# instr_fetch_unit

instr_fetch_unit, M1 wires:
Scale bar: 20 um. Cells faint in the background.
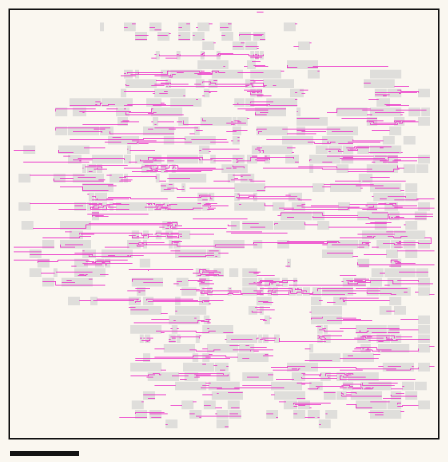

File: src/rtl/pkg_instr_dec.sv
// Shared fetch/decode definitions: fetch FSM states, group 5 opcode identifier
// and the illegal-opcode predicate used by the optional detector.
package pkg_instr_dec;

   typedef enum logic [1:0] {
      RESET_WAIT = 2'd0,
      FETCH_HI   = 2'd1,
      FETCH_LO   = 2'd2,
      HOLD       = 2'd3
   } ifu_state;

   localparam int          GRP5_MSB = 15;
   localparam int          GRP5_LSB = 10;
   localparam logic [5:0]  GRP5_ID  = 6'b111000;

   function automatic logic is_group5(input logic [15:0] word);
      return word[GRP5_MSB:GRP5_LSB] == GRP5_ID;
   endfunction

   // Group space is exhausted at 1111, and 1110 is only populated by group 5.
   function automatic logic is_illegal_word(input logic [15:0] word);
      return (word[15:12] == 4'b1111) ||
             ((word[15:12] == 4'b1110) && (word[11:10] != 2'b00));
   endfunction

endpackage

File: src/rtl/instr_len_detector.sv
// Combinational length/legality classifier for the first instruction word.
// Illegal detection is only built when INSTR_FETCH_ILLEGAL_DET_EN is defined.
module instr_len_detector
   import pkg_instr_dec::*;
(
   input  logic [15:0] word,
   output logic        is_32,
   output logic        is_illegal
);

   assign is_32 = is_group5(word);

`ifdef INSTR_FETCH_ILLEGAL_DET_EN
   assign is_illegal = is_illegal_word(word);
`else
   assign is_illegal = 1'b0;
`endif

endmodule

File: src/rtl/instr_fetch_unit.sv
// Fetch stage: reads one or two words per instruction and hands it to decode.
// Optional illegal-opcode flag enabled by INSTR_FETCH_ILLEGAL_DET_EN.
module instr_fetch_unit
   import pkg_instr_dec::*;
#(
   parameter logic [15:0] RESET_PC = 16'h0000
)
(
   input  logic        clk,
   input  logic        rst_n,
   output logic        mem_req,
   output logic [15:0] mem_addr,
   input  logic        mem_ack,
   input  logic [15:0] mem_rdata,
   input  logic        pc_load,
   input  logic [15:0] pc_load_val,
   output logic        out_valid,
   input  logic        out_ready,
   output logic [15:0] instr_hi,
   output logic [15:0] instr_lo,
   output logic        instr_is_32,
   output logic [15:0] instr_pc,
   output logic        instr_illegal
);

   ifu_state    state_q, state_d;
   logic [15:0] pc_q, pc_d;
   logic        mem_req_q, mem_req_d;
   logic [15:0] mem_addr_q, mem_addr_d;
   logic        out_valid_q, out_valid_d;
   logic [15:0] instr_hi_q, instr_hi_d;
   logic [15:0] instr_lo_q, instr_lo_d;
   logic        instr_is_32_q, instr_is_32_d;
   logic [15:0] instr_pc_q, instr_pc_d;
   logic        instr_illegal_q, instr_illegal_d;

   logic        det_is_32;
   logic        det_illegal;

   instr_len_detector u_len_det (
      .word       (mem_rdata),
      .is_32      (det_is_32),
      .is_illegal (det_illegal)
   );

   always_comb begin
      state_d         = state_q;
      pc_d            = pc_q;
      instr_hi_d      = instr_hi_q;
      instr_lo_d      = instr_lo_q;
      instr_is_32_d   = instr_is_32_q;
      instr_pc_d      = instr_pc_q;
      instr_illegal_d = instr_illegal_q;

      case (state_q)
         RESET_WAIT: state_d = FETCH_HI;
         FETCH_HI: begin
            if (mem_ack) begin
               instr_hi_d      = mem_rdata;
               instr_lo_d      = 16'h0000;
               instr_pc_d      = pc_q;
               instr_is_32_d   = det_is_32;
               instr_illegal_d = det_illegal;
               pc_d            = pc_q + 16'd1;
               state_d         = det_is_32 ? FETCH_LO : HOLD;
            end
         end
         FETCH_LO: begin
            if (mem_ack) begin
               instr_lo_d = mem_rdata;
               pc_d       = pc_q + 16'd1;
               state_d    = HOLD;
            end
         end
         HOLD: begin
            if (out_ready) begin
               state_d = FETCH_HI;
            end
         end
         default: state_d = RESET_WAIT;
      endcase

      // Redirect wins over everything, including a same-cycle memory ack.
      if (pc_load) begin
         pc_d            = pc_load_val;
         state_d         = FETCH_HI;
         instr_hi_d      = instr_hi_q;
         instr_lo_d      = instr_lo_q;
         instr_is_32_d   = instr_is_32_q;
         instr_pc_d      = instr_pc_q;
         instr_illegal_d = instr_illegal_q;
      end

      mem_req_d   = (state_d == FETCH_HI) || (state_d == FETCH_LO);
      mem_addr_d  = mem_req_d ? pc_d : 16'h0000;
      out_valid_d = (state_d == HOLD);
   end

   always_ff @(posedge clk or negedge rst_n) begin
      if (!rst_n) begin
         state_q         <= RESET_WAIT;
         pc_q            <= RESET_PC;
         mem_req_q       <= 1'b0;
         mem_addr_q      <= 16'h0000;
         out_valid_q     <= 1'b0;
         instr_hi_q      <= 16'h0000;
         instr_lo_q      <= 16'h0000;
         instr_is_32_q   <= 1'b0;
         instr_pc_q      <= 16'h0000;
         instr_illegal_q <= 1'b0;
      end else begin
         state_q         <= state_d;
         pc_q            <= pc_d;
         mem_req_q       <= mem_req_d;
         mem_addr_q      <= mem_addr_d;
         out_valid_q     <= out_valid_d;
         instr_hi_q      <= instr_hi_d;
         instr_lo_q      <= instr_lo_d;
         instr_is_32_q   <= instr_is_32_d;
         instr_pc_q      <= instr_pc_d;
         instr_illegal_q <= instr_illegal_d;
      end
   end

   assign mem_req       = mem_req_q;
   assign mem_addr      = mem_addr_q;
   assign out_valid     = out_valid_q;
   assign instr_hi      = instr_hi_q;
   assign instr_lo      = instr_lo_q;
   assign instr_is_32   = instr_is_32_q;
   assign instr_pc      = instr_pc_q;
   assign instr_illegal = instr_illegal_q;

endmodule

File: config.mk
export PLATFORM = sky130hd
export DESIGN_NAME = instr_fetch_unit
export DESIGN_NICKNAME = d
export VERILOG_FILES = /design/src/rtl/pkg_instr_dec.sv /design/src/rtl/instr_len_detector.sv /design/src/rtl/instr_fetch_unit.sv
export SDC_FILE = /design/constraint.sdc
export NUM_CORES = 1
export LEC_CHECK = 0
export CELL_PAD_IN_SITES_DETAIL_PLACEMENT = 0
export CELL_PAD_IN_SITES_GLOBAL_PLACEMENT = 2
export CORE_MARGIN = 2
export CORE_UTILIZATION = 25
export CTS_BUF_LIST = sky130_fd_sc_hd__clkbuf_16
export DETAILED_ROUTE_END_ITERATION = 6
export PLACE_DENSITY = 0.67
export SYNTH_ARGS = -nofsm -noshare
export SYNTH_HDL_FRONTEND = slang
export SYNTH_SLANG_ARGS = --single-unit
File: constraint.sdc
create_clock -name clk -period 3.3 [get_ports clk]
set_input_delay 0.66 -clock clk [delete_from_list [all_inputs] [get_ports clk]]
set_output_delay 0.66 -clock clk [all_outputs]
set_load 0.02 [all_outputs]
# vga_frame_reader_flat

File: src/rtl/vga_frame_reader_if.sv
// Bundles the memory read port, bank request and DAC-side pixel/sync signals of the VGA scan stage.
// The master modport is the scan stage; the slave modport is the memory/DAC side.
interface vga_frame_reader_if;
   logic        bank_sel;
   logic [15:0] mem_data;
   logic [14:0] mem_addr;
   logic [7:0]  r;
   logic [7:0]  g;
   logic [7:0]  b;
   logic        o_hs;
   logic        o_vs;
   logic        o_sync;
   logic        o_blank;
   logic        frame_start;

   modport master (
      input  bank_sel,
      input  mem_data,
      output mem_addr,
      output r,
      output g,
      output b,
      output o_hs,
      output o_vs,
      output o_sync,
      output o_blank,
      output frame_start
   );

   modport slave (
      output bank_sel,
      output mem_data,
      input  mem_addr,
      input  r,
      input  g,
      input  b,
      input  o_hs,
      input  o_vs,
      input  o_sync,
      input  o_blank,
      input  frame_start
   );
endinterface

File: src/rtl/vga_frame_reader.sv
// VGA scan stage: 640x480 timing, multiplier-free address walk of a scaled image window and
// a grey-level pixel output pipeline aligned with the registered memory read.
module vga_frame_reader #(
   parameter int unsigned H_ACTIVE = 640,
   parameter int unsigned H_FP     = 16,
   parameter int unsigned H_SYNC   = 96,
   parameter int unsigned H_BP     = 48,
   parameter int unsigned V_ACTIVE = 480,
   parameter int unsigned V_FP     = 10,
   parameter int unsigned V_SYNC   = 2,
   parameter int unsigned V_BP     = 33,
   parameter int unsigned IMG_W    = 100,
   parameter int unsigned IMG_H    = 100,
   parameter int unsigned SCALE    = 4,
   parameter int unsigned X0       = 120,
   parameter int unsigned Y0       = 40,
   parameter logic [7:0]  BORDER   = 8'h00
) (
   input logic                 o_clk,
   input logic                 rst,
   vga_frame_reader_if.master  vga_io
);

   localparam int unsigned HTotal = H_ACTIVE + H_FP + H_SYNC + H_BP;
   localparam int unsigned VTotal = V_ACTIVE + V_FP + V_SYNC + V_BP;
   localparam int unsigned HW     = $clog2(HTotal);
   localparam int unsigned VW     = $clog2(VTotal);
   localparam int unsigned CW     = $clog2(IMG_W + 1);
   localparam int unsigned SW     = (SCALE > 1) ? $clog2(SCALE) : 1;
   localparam int unsigned XEnd   = X0 + IMG_W * SCALE;
   localparam int unsigned YEnd   = Y0 + IMG_H * SCALE;

   logic [HW-1:0] h_q, h_d;
   logic [VW-1:0] v_q, v_d;
   logic [CW-1:0] col_q, col_d, col_e;
   logic [SW-1:0] sx_q, sx_d, sx_e;
   logic [SW-1:0] sy_q, sy_d, sy_e;
   logic [13:0]   row_q, row_d, row_e;
   logic [14:0]   addr_q, addr_d;
   logic          bank_q, bank_e;

   logic vis0, win0, hs0_n, vs0_n, line_start, fs0;
   logic vis1_q, win1_q, hs1_q, vs1_q;
   logic [7:0] pix_q, pix_d;
   logic blank_q, hs_q, vs_q;

   // Raw stage-0 decode of the counters
   always_comb begin
      line_start = (h_q == '0);
      fs0        = line_start && (v_q == '0);
      vis0       = (h_q < HW'(H_ACTIVE)) && (v_q < VW'(V_ACTIVE));
      hs0_n      = !((h_q >= HW'(H_ACTIVE + H_FP)) && (h_q < HW'(H_ACTIVE + H_FP + H_SYNC)));
      vs0_n      = !((v_q >= VW'(V_ACTIVE + V_FP)) && (v_q < VW'(V_ACTIVE + V_FP + V_SYNC)));
      win0       = (h_q >= HW'(X0)) && (h_q < HW'(XEnd)) &&
                   (v_q >= VW'(Y0)) && (v_q < VW'(YEnd));
   end

   always_comb begin
      h_d = h_q + 1'b1;
      v_d = v_q;
      if (h_q == HW'(HTotal - 1)) begin
         h_d = '0;
         v_d = (v_q == VW'(VTotal - 1)) ? '0 : v_q + 1'b1;
      end
   end

   // Line/frame clears are folded in combinationally so a window touching the screen origin
   // still starts from a clean column, row and bank.
   always_comb begin
      col_e  = line_start ? '0 : col_q;
      sx_e   = line_start ? '0 : sx_q;
      row_e  = fs0 ? '0 : row_q;
      sy_e   = fs0 ? '0 : sy_q;
      bank_e = fs0 ? vga_io.bank_sel : bank_q;

      col_d  = col_e;
      sx_d   = sx_e;
      row_d  = row_e;
      sy_d   = sy_e;
      addr_d = addr_q;

      if (win0) begin
         addr_d = {bank_e, row_e + 14'(col_e)};
         if (sx_e == SW'(SCALE - 1)) begin
            sx_d  = '0;
            col_d = col_e + 1'b1;
         end else begin
            sx_d  = sx_e + 1'b1;
         end
         if (h_q == HW'(XEnd - 1)) begin
            if (sy_e == SW'(SCALE - 1)) begin
               sy_d  = '0;
               row_d = row_e + 14'(IMG_W);
            end else begin
               sy_d  = sy_e + 1'b1;
            end
         end
      end
   end

   always_comb begin
      if (!vis1_q) begin
         pix_d = 8'h00;
      end else if (win1_q) begin
         pix_d = vga_io.mem_data[7:0];
      end else begin
         pix_d = BORDER;
      end
   end

   always_ff @(posedge o_clk) begin
      if (rst) begin
         h_q     <= '0;
         v_q     <= '0;
         col_q   <= '0;
         sx_q    <= '0;
         sy_q    <= '0;
         row_q   <= '0;
         addr_q  <= '0;
         bank_q  <= 1'b0;
         vis1_q  <= 1'b0;
         win1_q  <= 1'b0;
         hs1_q   <= 1'b1;
         vs1_q   <= 1'b1;
         pix_q   <= 8'h00;
         blank_q <= 1'b0;
         hs_q    <= 1'b1;
         vs_q    <= 1'b1;
      end else begin
         h_q     <= h_d;
         v_q     <= v_d;
         col_q   <= col_d;
         sx_q    <= sx_d;
         sy_q    <= sy_d;
         row_q   <= row_d;
         addr_q  <= addr_d;
         if (fs0) begin
            bank_q <= vga_io.bank_sel;
         end
         vis1_q  <= vis0;
         win1_q  <= win0;
         hs1_q   <= hs0_n;
         vs1_q   <= vs0_n;
         pix_q   <= pix_d;
         blank_q <= vis1_q;
         hs_q    <= hs1_q;
         vs_q    <= vs1_q;
      end
   end

   // Upper half of the memory word carries no pixel information
   logic unused_mem_hi;
   assign unused_mem_hi = ^vga_io.mem_data[15:8];

   assign vga_io.mem_addr    = addr_q;
   assign vga_io.r           = pix_q;
   assign vga_io.g           = pix_q;
   assign vga_io.b           = pix_q;
   assign vga_io.o_blank     = blank_q;
   assign vga_io.o_hs        = hs_q;
   assign vga_io.o_vs        = vs_q;
   assign vga_io.o_sync      = 1'b0;
   assign vga_io.frame_start = fs0 && !rst;

endmodule

File: src/flat_wrapper.sv
// flat-port wrapper written by rule: the top's interface ports become plain ports
module vga_frame_reader_flat 
#(
   parameter int unsigned H_ACTIVE = 640,
   parameter int unsigned H_FP     = 16,
   parameter int unsigned H_SYNC   = 96,
   parameter int unsigned H_BP     = 48,
   parameter int unsigned V_ACTIVE = 480,
   parameter int unsigned V_FP     = 10,
   parameter int unsigned V_SYNC   = 2,
   parameter int unsigned V_BP     = 33,
   parameter int unsigned IMG_W    = 100,
   parameter int unsigned IMG_H    = 100,
   parameter int unsigned SCALE    = 4,
   parameter int unsigned X0       = 120,
   parameter int unsigned Y0       = 40,
   parameter logic [7:0]  BORDER   = 8'h00
)
  (o_clk, rst, vga_io_bank_sel, vga_io_mem_data, vga_io_mem_addr, vga_io_r, vga_io_g, vga_io_b, vga_io_o_hs, vga_io_o_vs, vga_io_o_sync, vga_io_o_blank, vga_io_frame_start);
  vga_frame_reader_if vga_io_i ();
  input logic o_clk;
  input logic rst;
  input wire logic [$bits(vga_io_i.bank_sel)-1:0] vga_io_bank_sel;
  input wire logic [$bits(vga_io_i.mem_data)-1:0] vga_io_mem_data;
  output wire logic [$bits(vga_io_i.mem_addr)-1:0] vga_io_mem_addr;
  output wire logic [$bits(vga_io_i.r)-1:0] vga_io_r;
  output wire logic [$bits(vga_io_i.g)-1:0] vga_io_g;
  output wire logic [$bits(vga_io_i.b)-1:0] vga_io_b;
  output wire logic [$bits(vga_io_i.o_hs)-1:0] vga_io_o_hs;
  output wire logic [$bits(vga_io_i.o_vs)-1:0] vga_io_o_vs;
  output wire logic [$bits(vga_io_i.o_sync)-1:0] vga_io_o_sync;
  output wire logic [$bits(vga_io_i.o_blank)-1:0] vga_io_o_blank;
  output wire logic [$bits(vga_io_i.frame_start)-1:0] vga_io_frame_start;
  assign vga_io_i.bank_sel = vga_io_bank_sel;
  assign vga_io_i.mem_data = vga_io_mem_data;
  assign vga_io_mem_addr = vga_io_i.mem_addr;
  assign vga_io_r = vga_io_i.r;
  assign vga_io_g = vga_io_i.g;
  assign vga_io_b = vga_io_i.b;
  assign vga_io_o_hs = vga_io_i.o_hs;
  assign vga_io_o_vs = vga_io_i.o_vs;
  assign vga_io_o_sync = vga_io_i.o_sync;
  assign vga_io_o_blank = vga_io_i.o_blank;
  assign vga_io_frame_start = vga_io_i.frame_start;
  vga_frame_reader #(.H_ACTIVE(H_ACTIVE), .H_FP(H_FP), .H_SYNC(H_SYNC), .H_BP(H_BP), .V_ACTIVE(V_ACTIVE), .V_FP(V_FP), .V_SYNC(V_SYNC), .V_BP(V_BP), .IMG_W(IMG_W), .IMG_H(IMG_H), .SCALE(SCALE), .X0(X0), .Y0(Y0), .BORDER(BORDER)) u_core (.o_clk(o_clk), .rst(rst), .vga_io(vga_io_i));
endmodule
File: config.mk
export PLATFORM = sky130hd
export DESIGN_NAME = vga_frame_reader_flat
export DESIGN_NICKNAME = d
export VERILOG_FILES = /design/src/rtl/vga_frame_reader_if.sv /design/src/rtl/vga_frame_reader.sv /design/src/flat_wrapper.sv
export SDC_FILE = /design/constraint.sdc
export NUM_CORES = 1
export LEC_CHECK = 0
export CAP_MARGIN = 20
export CORE_ASPECT_RATIO = 1.5
export CORE_MARGIN = 8
export CORE_UTILIZATION = 45
export CTS_CLUSTER_DIAMETER = 40
export DETAILED_ROUTE_END_ITERATION = 8
export PLACE_DENSITY = 0.68
export RECOVER_POWER = 25
export SETUP_SLACK_MARGIN = 0.2
export SLEW_MARGIN = 20
export SYNTH_ARGS = -nofsm -noshare
export SYNTH_HDL_FRONTEND = slang
export SYNTH_SLANG_ARGS = --single-unit
File: constraint.sdc
create_clock -name o_clk -period 3.5 [get_ports o_clk]
set_clock_uncertainty 0.05 [all_clocks]
set_input_delay 0.35 -clock o_clk [delete_from_list [all_inputs] [get_ports o_clk]]
set_output_delay 0.35 -clock o_clk [all_outputs]
set_load 0.05 [all_outputs]
# econet_coldet

==> src/rtl/econet_coldet.sv <==
// -----------------------------------------------------------------------------
// econet_coldet
//   Conditions the raw Econet collision-detect comparator output into a
//   filtered level, a one-cycle rising-edge event, a sticky status bit with
//   interrupt enable, and a saturating collision event counter. All state is
//   visible through a single 32-bit memory-mapped register.
//
// Ports
//   clk              system clock
//   reset            asynchronous, active-high reset
//   wr[3:0]          byte write strobes; wr[n] covers data_in[8n+7:8n]
//   select           register select
//   data_in[31:0]    write data
//   data_out[31:0]   read data: {count, 12'b0, sync, filtered, status, ie}
//   collision_detect raw asynchronous collision comparator output
//   coldet_active    filtered collision level
//   coldet_interrupt level interrupt request (status & ie)
// -----------------------------------------------------------------------------
module econet_coldet #(
    parameter int FILTER_CYCLES = 16,
    parameter int CNT_W         = 16
) (
    input  logic        clk,
    input  logic        reset,
    input  logic [3:0]  wr,
    input  logic        select,
    input  logic [31:0] data_in,
    output logic [31:0] data_out,
    input  logic        collision_detect,
    output logic        coldet_active,
    output logic        coldet_interrupt
);

    localparam logic [7:0]       FC_LAST  = 8'(FILTER_CYCLES - 1);
    localparam logic [CNT_W-1:0] CNT_MAX  = {CNT_W{1'b1}};
    localparam logic [CNT_W-1:0] CNT_ONE  = CNT_W'(1);
    localparam logic [CNT_W-1:0] CNT_ZERO = {CNT_W{1'b0}};

    logic             sync1_r;
    logic             sync2_r;
    logic             filtered_r;
    logic             filtered_d_r;
    logic [7:0]       fc_r;
    logic             ie_r;
    logic             status_r;
    logic [CNT_W-1:0] count_r;

    logic             wr_en_s;
    logic             ie_wr_s;
    logic             status_clr_s;
    logic             cnt_clr_s;
    logic             event_s;
    logic             filt_nxt_s;
    logic [7:0]       fc_nxt_s;
    logic             ie_nxt_s;
    logic             status_nxt_s;
    logic [CNT_W-1:0] count_nxt_s;
    logic [15:0]      cnt_ext_s;

    // Write data bits that only drive read-only fields are deliberately ignored.
    logic unused_data_s;
    assign unused_data_s = ^{data_in[31:17], data_in[15:2]};

    // Register write decode and rising-edge event of the filtered level.
    always_comb begin
        wr_en_s      = select & (wr != 4'b0000);
        ie_wr_s      = wr_en_s & wr[0];
        status_clr_s = ie_wr_s & data_in[1];
        cnt_clr_s    = wr_en_s & wr[2] & data_in[16];
        event_s      = filtered_r & ~filtered_d_r;
    end

    // Glitch filter: flip only after FILTER_CYCLES consecutive disagreeing samples.
    always_comb begin
        filt_nxt_s = filtered_r;
        fc_nxt_s   = 8'd0;
        if (sync2_r == filtered_r) begin
            filt_nxt_s = filtered_r;
            fc_nxt_s   = 8'd0;
        end else if (fc_r == FC_LAST) begin
            filt_nxt_s = sync2_r;
            fc_nxt_s   = 8'd0;
        end else begin
            filt_nxt_s = filtered_r;
            fc_nxt_s   = fc_r + 8'd1;
        end
    end

    // Status/IE/counter next state; a coincident event beats any clear.
    always_comb begin
        status_nxt_s = status_r;
        ie_nxt_s     = ie_r;
        count_nxt_s  = count_r;
        if (event_s) begin
            status_nxt_s = 1'b1;
        end else if (status_clr_s) begin
            status_nxt_s = 1'b0;
        end else begin
            status_nxt_s = status_r;
        end
        if (ie_wr_s) begin
            ie_nxt_s = data_in[0];
        end else begin
            ie_nxt_s = ie_r;
        end
        if (cnt_clr_s) begin
            count_nxt_s = event_s ? CNT_ONE : CNT_ZERO;
        end else if (event_s && (count_r != CNT_MAX)) begin
            count_nxt_s = count_r + CNT_ONE;
        end else begin
            count_nxt_s = count_r;
        end
    end

    // Synchroniser, filter state and edge-detect history.
    always_ff @(posedge clk or posedge reset) begin
        if (reset) begin
            sync1_r      <= 1'b0;
            sync2_r      <= 1'b0;
            filtered_r   <= 1'b0;
            filtered_d_r <= 1'b0;
            fc_r         <= 8'd0;
        end else begin
            sync1_r      <= collision_detect;
            sync2_r      <= sync1_r;
            filtered_r   <= filt_nxt_s;
            filtered_d_r <= filtered_r;
            fc_r         <= fc_nxt_s;
        end
    end

    // Software-visible control and status registers.
    always_ff @(posedge clk or posedge reset) begin
        if (reset) begin
            ie_r     <= 1'b0;
            status_r <= 1'b0;
            count_r  <= CNT_ZERO;
        end else begin
            ie_r     <= ie_nxt_s;
            status_r <= status_nxt_s;
            count_r  <= count_nxt_s;
        end
    end

    // Zero-extend the counter into the 16-bit count field.
    always_comb begin
        cnt_ext_s               = 16'h0000;
        cnt_ext_s[CNT_W-1:0]    = count_r;
    end

    assign data_out         = {cnt_ext_s, 12'h000, sync2_r, filtered_r, status_r, ie_r};
    assign coldet_active    = filtered_r;
    assign coldet_interrupt = status_r & ie_r;

endmodule

==> config.mk <==
export PLATFORM = sky130hd
export DESIGN_NAME = econet_coldet
export DESIGN_NICKNAME = d
export VERILOG_FILES = /design/src/rtl/econet_coldet.sv
export SDC_FILE = /design/constraint.sdc
export NUM_CORES = 1
export LEC_CHECK = 0
export ABC_AREA = 1
export CAP_MARGIN = 10
export CORE_UTILIZATION = 45
export CTS_CLUSTER_SIZE = 14
export DETAILED_ROUTE_END_ITERATION = 6
export HOLD_SLACK_MARGIN = 0.1
export PLACE_DENSITY = 0.84
export SYNTH_ARGS = -nofsm -noshare
export SYNTH_HDL_FRONTEND = slang
export SYNTH_SLANG_ARGS = --single-unit
==> constraint.sdc <==
create_clock -name clk -period 2.8 [get_ports clk]
set_input_delay 0.28 -clock clk [delete_from_list [all_inputs] [get_ports clk]]
set_output_delay 0.28 -clock clk [all_outputs]
set_load 0.01 [all_outputs]

==> layout pictures side by side <==
Signal wires on met2.
picture 1
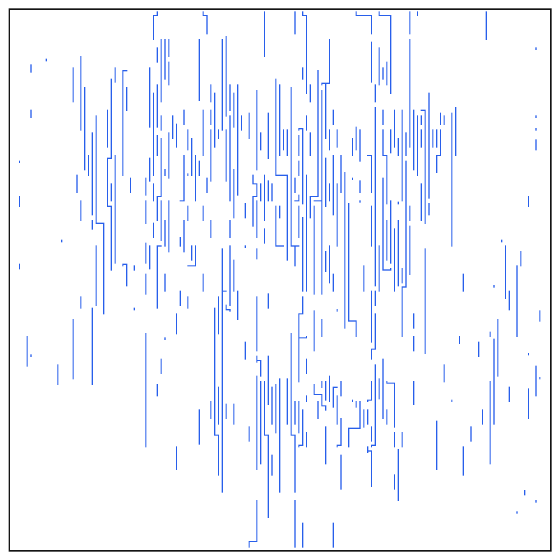
picture 2
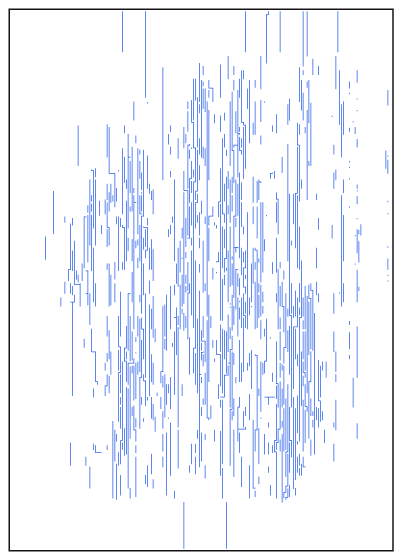
picture 3
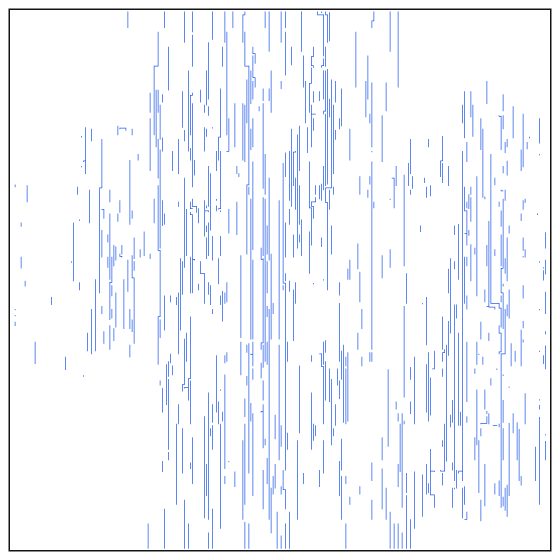
vga_frame_reader_flat -> picture 2
econet_coldet -> picture 1
instr_fetch_unit -> picture 3

Key to picture 3:
longest straight run: 75.1 um
wire length on this layer: 4,290 um
nets with wire on the layer: 393

instr_fetch_unit, met4 routing:
Scale bar: 20 um.
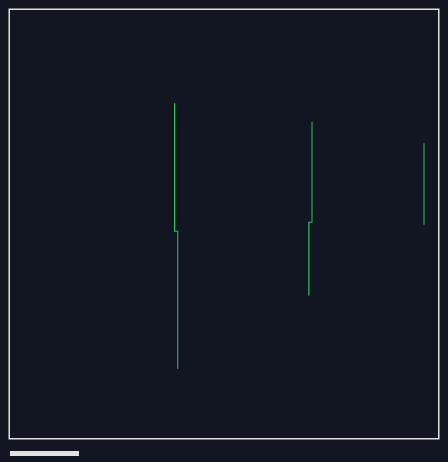
longest straight run: 39.4 um
wire length on this layer: 151 um
nets with wire on the layer: 2
share of all routed wire: 1.6%
main direction: vertical

## Picture notes: 'M1 wires' of instr_fetch_unit
share of all routed wire: 46%
wire length on this layer: 4,230 um
main direction: horizontal

==> run_results.csv, instr_fetch_unit <==
group,metric,value,unit
pwr,p_per_area,861,nW/um2
layout,syn_to_final_growth,43.1,%
route,routed_wl,9260,um
critical_path,r2r.worst_path.cells,6,
route,drt_first_pass_iters,4,
layout,layout.cells.non_filler,572,
layout,nets,431,
place,placed_area,4800,um2
final_timing,fin_skew,0.00647,ns
clock_tree,root_buffer,"clkbuf_16",
final_timing,setup_tns,0,ns
layout,flops,85,
clock_tree,cts_tree,"built",
layout,seq_share,41.9,%
clock_tree,clock_latency,0.33,ns
pwr,pwr-share-seq,36.9,%
yosys,syn_inst,280,
yosys,aoi_share,10.6,%
layout,regArea,2130,um2
place,port_buffers,103,
clock_tree,postCtsHoldBufs,0,
critical_path,cp-startpoint,"mem_rdata[10]",
yosys,ys_chip_area,3550,um2
run_status,status,"finished, final reports clean",
[instr_fetch_unit: cells in the mapped netlist]
| master | n |
|---|---|
| nand3_1 | 7 |
| nand4_1 | 7 |
| mux2_2 | 33 |
| a211oi_1 | 9 |
| nor3_1 | 2 |
| nor2_1 | 14 |
| xnor2_1 | 3 |
| nor4b_1 | 1 |
| clkbuf_1 | 6 |
| nor4_4 | 1 |
| conb_1 | 1 |
| a21oi_1 | 15 |
| buf_1 | 3 |
| dfrtp_1 | 85 |
| buf_2 | 4 |
| a22oi_1 | 1 |
| o21a_1 | 2 |
| and4_2 | 1 |
| a21boi_0 | 1 |
| nand2_1 | 13 |
| buf_4 | 1 |
| o21ai_0 | 7 |
| xor2_1 | 8 |
| nand2b_1 | 1 |
| and2_1 | 4 |
| o211a_1 | 1 |
| nor2b_1 | 5 |
| nor4_1 | 4 |
| ha_1 | 7 |
| or4_4 | 1 |
| mux2i_1 | 3 |
| nand4_4 | 1 |
| a211oi_2 | 1 |
| a22o_1 | 16 |
| inv_1 | 8 |
| o21ai_1 | 1 |
| and4_1 | 2 |
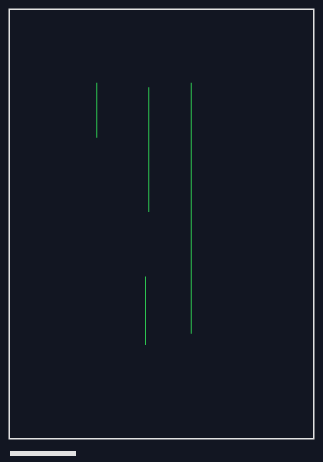
vga_frame_reader_flat: met4 routing
Scale bar: 20 um.
share of all routed wire: 1.7%
nets with wire on the layer: 3
routed wire length: 8630 um
DR vias: 3,188

==> run_results.csv, vga_frame_reader_flat <==
group,metric,value,unit
critical_path,cp.arrival,3.30,ns
critical_path,crit_required,3.62,ns
final_timing,fmax,0.314,GHz
layout,logic_area,2170,um2
pwr,clkPwrFrac,52.0,%
run_status,status,"finished, final reports clean",
final_timing,finalSetupViolCount,0,
layout,nets,524,
yosys,async_flop_share,0,%
yosys,ys_warn_count,0,
layout,layout.cells.non_filler,603,
pwr,powerSeq,875,uW
die,die_y,129,um
critical_path,cpPeakStageDelay,0.33,ns
layout,clk_share,6.99,%
[vga_frame_reader_flat: path summary, 6_finish.rpt]
path	startpoint	endpoint	slack [ns]
hold / removal	u_core.hs1_q	u_core.vga_io.o_hs	0.36
hold reg to reg	u_core.hs1_q	u_core.vga_io.o_hs	0.36
setup / recovery	u_core.h_q[0]	u_core.vga_io.mem_addr[7]	0.32
setup reg to reg	u_core.h_q[0]	u_core.vga_io.mem_addr[7]	0.32
[vga_frame_reader_flat: kinds of logic (layout without fill, tap and decap cells)]
group | after synthesis | in the layout | share of synthesized area (%)
and+or+nand+nor | 201 | 201 | 27.7
adders and majority gates | 14 | 14 | 4.75
DFF | 76 | 76 | 39.6
buffers and inverters | 51 | 101 | 7.19
muxes | 4 | 4 | 1.04
AOI/OAI and AO/OA | 62 | 62 | 11.3
other | 1 | 1 | 0.0975
xor gates and xnor gates | 37 | 37 | 8.43
[vga_frame_reader_flat: routing by layer]
layer  track usage [%]  vias to the layer above
met3              4.69                       12
li1                  -                     1595
met4              6.00                        0
met5                 0                        -
met1              15.3                     1504
met2              27.0                       77
[vga_frame_reader_flat: what timing repair did]
action,in CTS,in global routing
pin swaps,1,12
setup endpoints to repair,8,9
setup buffers,0,5
resized,5,26
econet_coldet, M1 wires:
Scale bar: 20 um. Cells faint in the background.
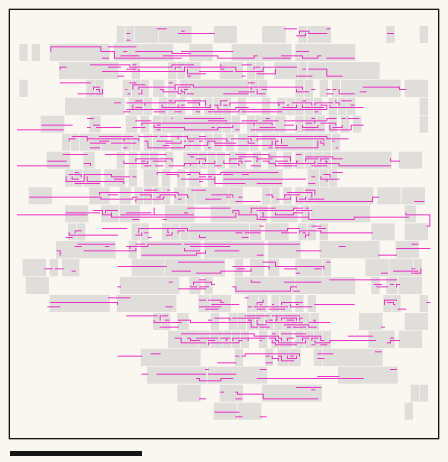
share of all routed wire: 47%
longest straight run: 19.8 um

econet_coldet, clock wiring as the flow saved it:
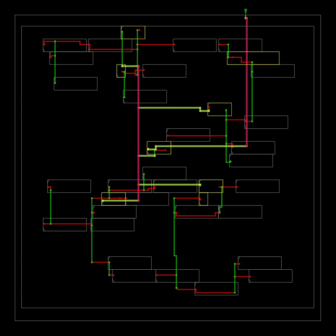
TritonCTS Buffers: 5
clock network power: 425 uW
Clock Skews: 0.00365 ns
clock buffer count: 5
CTS Sinks: 30

==> run_results.csv, econet_coldet <==
group,metric,value,unit
layout,seq_share,34.7,%
critical_path,cp-start-kind,"input pin",
pwr,netSwitchingFraction,21.6,%
global_routing,grt_pass1_wl,6010,um
place,placed_area,2050,um2
pwr,p_leak,0.00108,uW
layout,final_util,58.2,%
route,wl_per_cell,10.4,um
yosys,syn_inst,243,
layout,logic_gates,175,
clock_tree,cts_tree,"built",
final_timing,slew_viol_final,0,
global_routing,antenna_found_initial,0,
final_timing,fmax,0.571,GHz
layout,clk_share,5.03,%
yosys,async_flop_share,100,%
die,row_count,22,
layout,antenna_cells,0,
job,maxCapViolations,0,
run_status,status,"finished, final reports clean",
min_path,min_from,"sync1_r",
min_path,min_path_cells,0,
route,wl_met1,1570,um
[econet_coldet: power by group through the flow]
stage / registers (uW) / clock network, uW / logic [uW]
6_report: 446 / 425 / 55.2
5_1_grt: 446 / 454 / 62.1
4_1_cts: 446 / 432 / 56.4
3_5_place_dp: 454 / 0 / 56.3
3_3_place_gp: 453 / 0 / 54.9
2_1_floorplan: 453 / 0 / 49.1
[econet_coldet: critical path, cell delays in order]
cell and delay [ns]:
clkdlybuf4s50_1 0.42, nand3_1 0.38, inv_1 0.22, nor3_2 0.48, nand2_1 0.11, nand2_1 0.09
[econet_coldet: registers in the layout, summed over array words and instances (netlist names)]
signal,cells
cnt_ext_s,16
coldet_active,1
fc_r,8
filtered_d_r,1
ie_r,1
status_r,1
sync1_r,1
sync2_r,1
[econet_coldet: logic make-up after synthesis]
group,after synthesis,share of synthesized area [%]
AOI/OAI and AO/OA,12,3.65
xor gates and xnor gates,6,2.95
adders and majority gates,2,1.40
buffers and inverters,49,14.2
DFF,30,42.1
muxes,1,0.632
other,1,0.210
and+or+nand+nor,142,34.8


==> notes/layouts.md <==
Pictures saved along the way, in no particular order.

Metal 3.
Scale bar: 20 um.
image #1
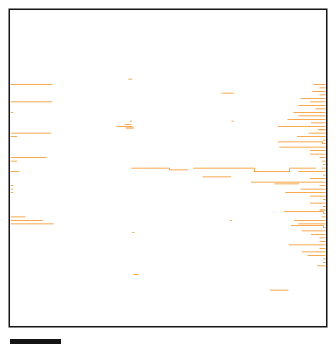
image #2
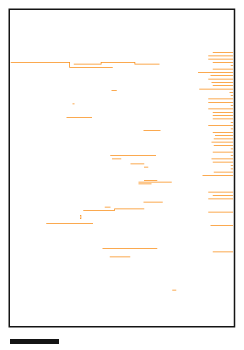
image #3
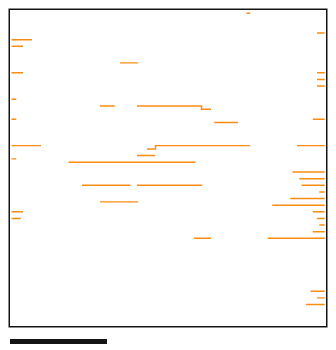
The one with the largest die is image #1.
The one with the smallest die is image #3.
Image #1 is instr_fetch_unit.
Image #2 is vga_frame_reader_flat.
Image #3 is econet_coldet.

Key to image #3:
share of all routed wire: 6.1%
main direction: horizontal

No activity file was given, so power comes from the tool's default toggle rates.
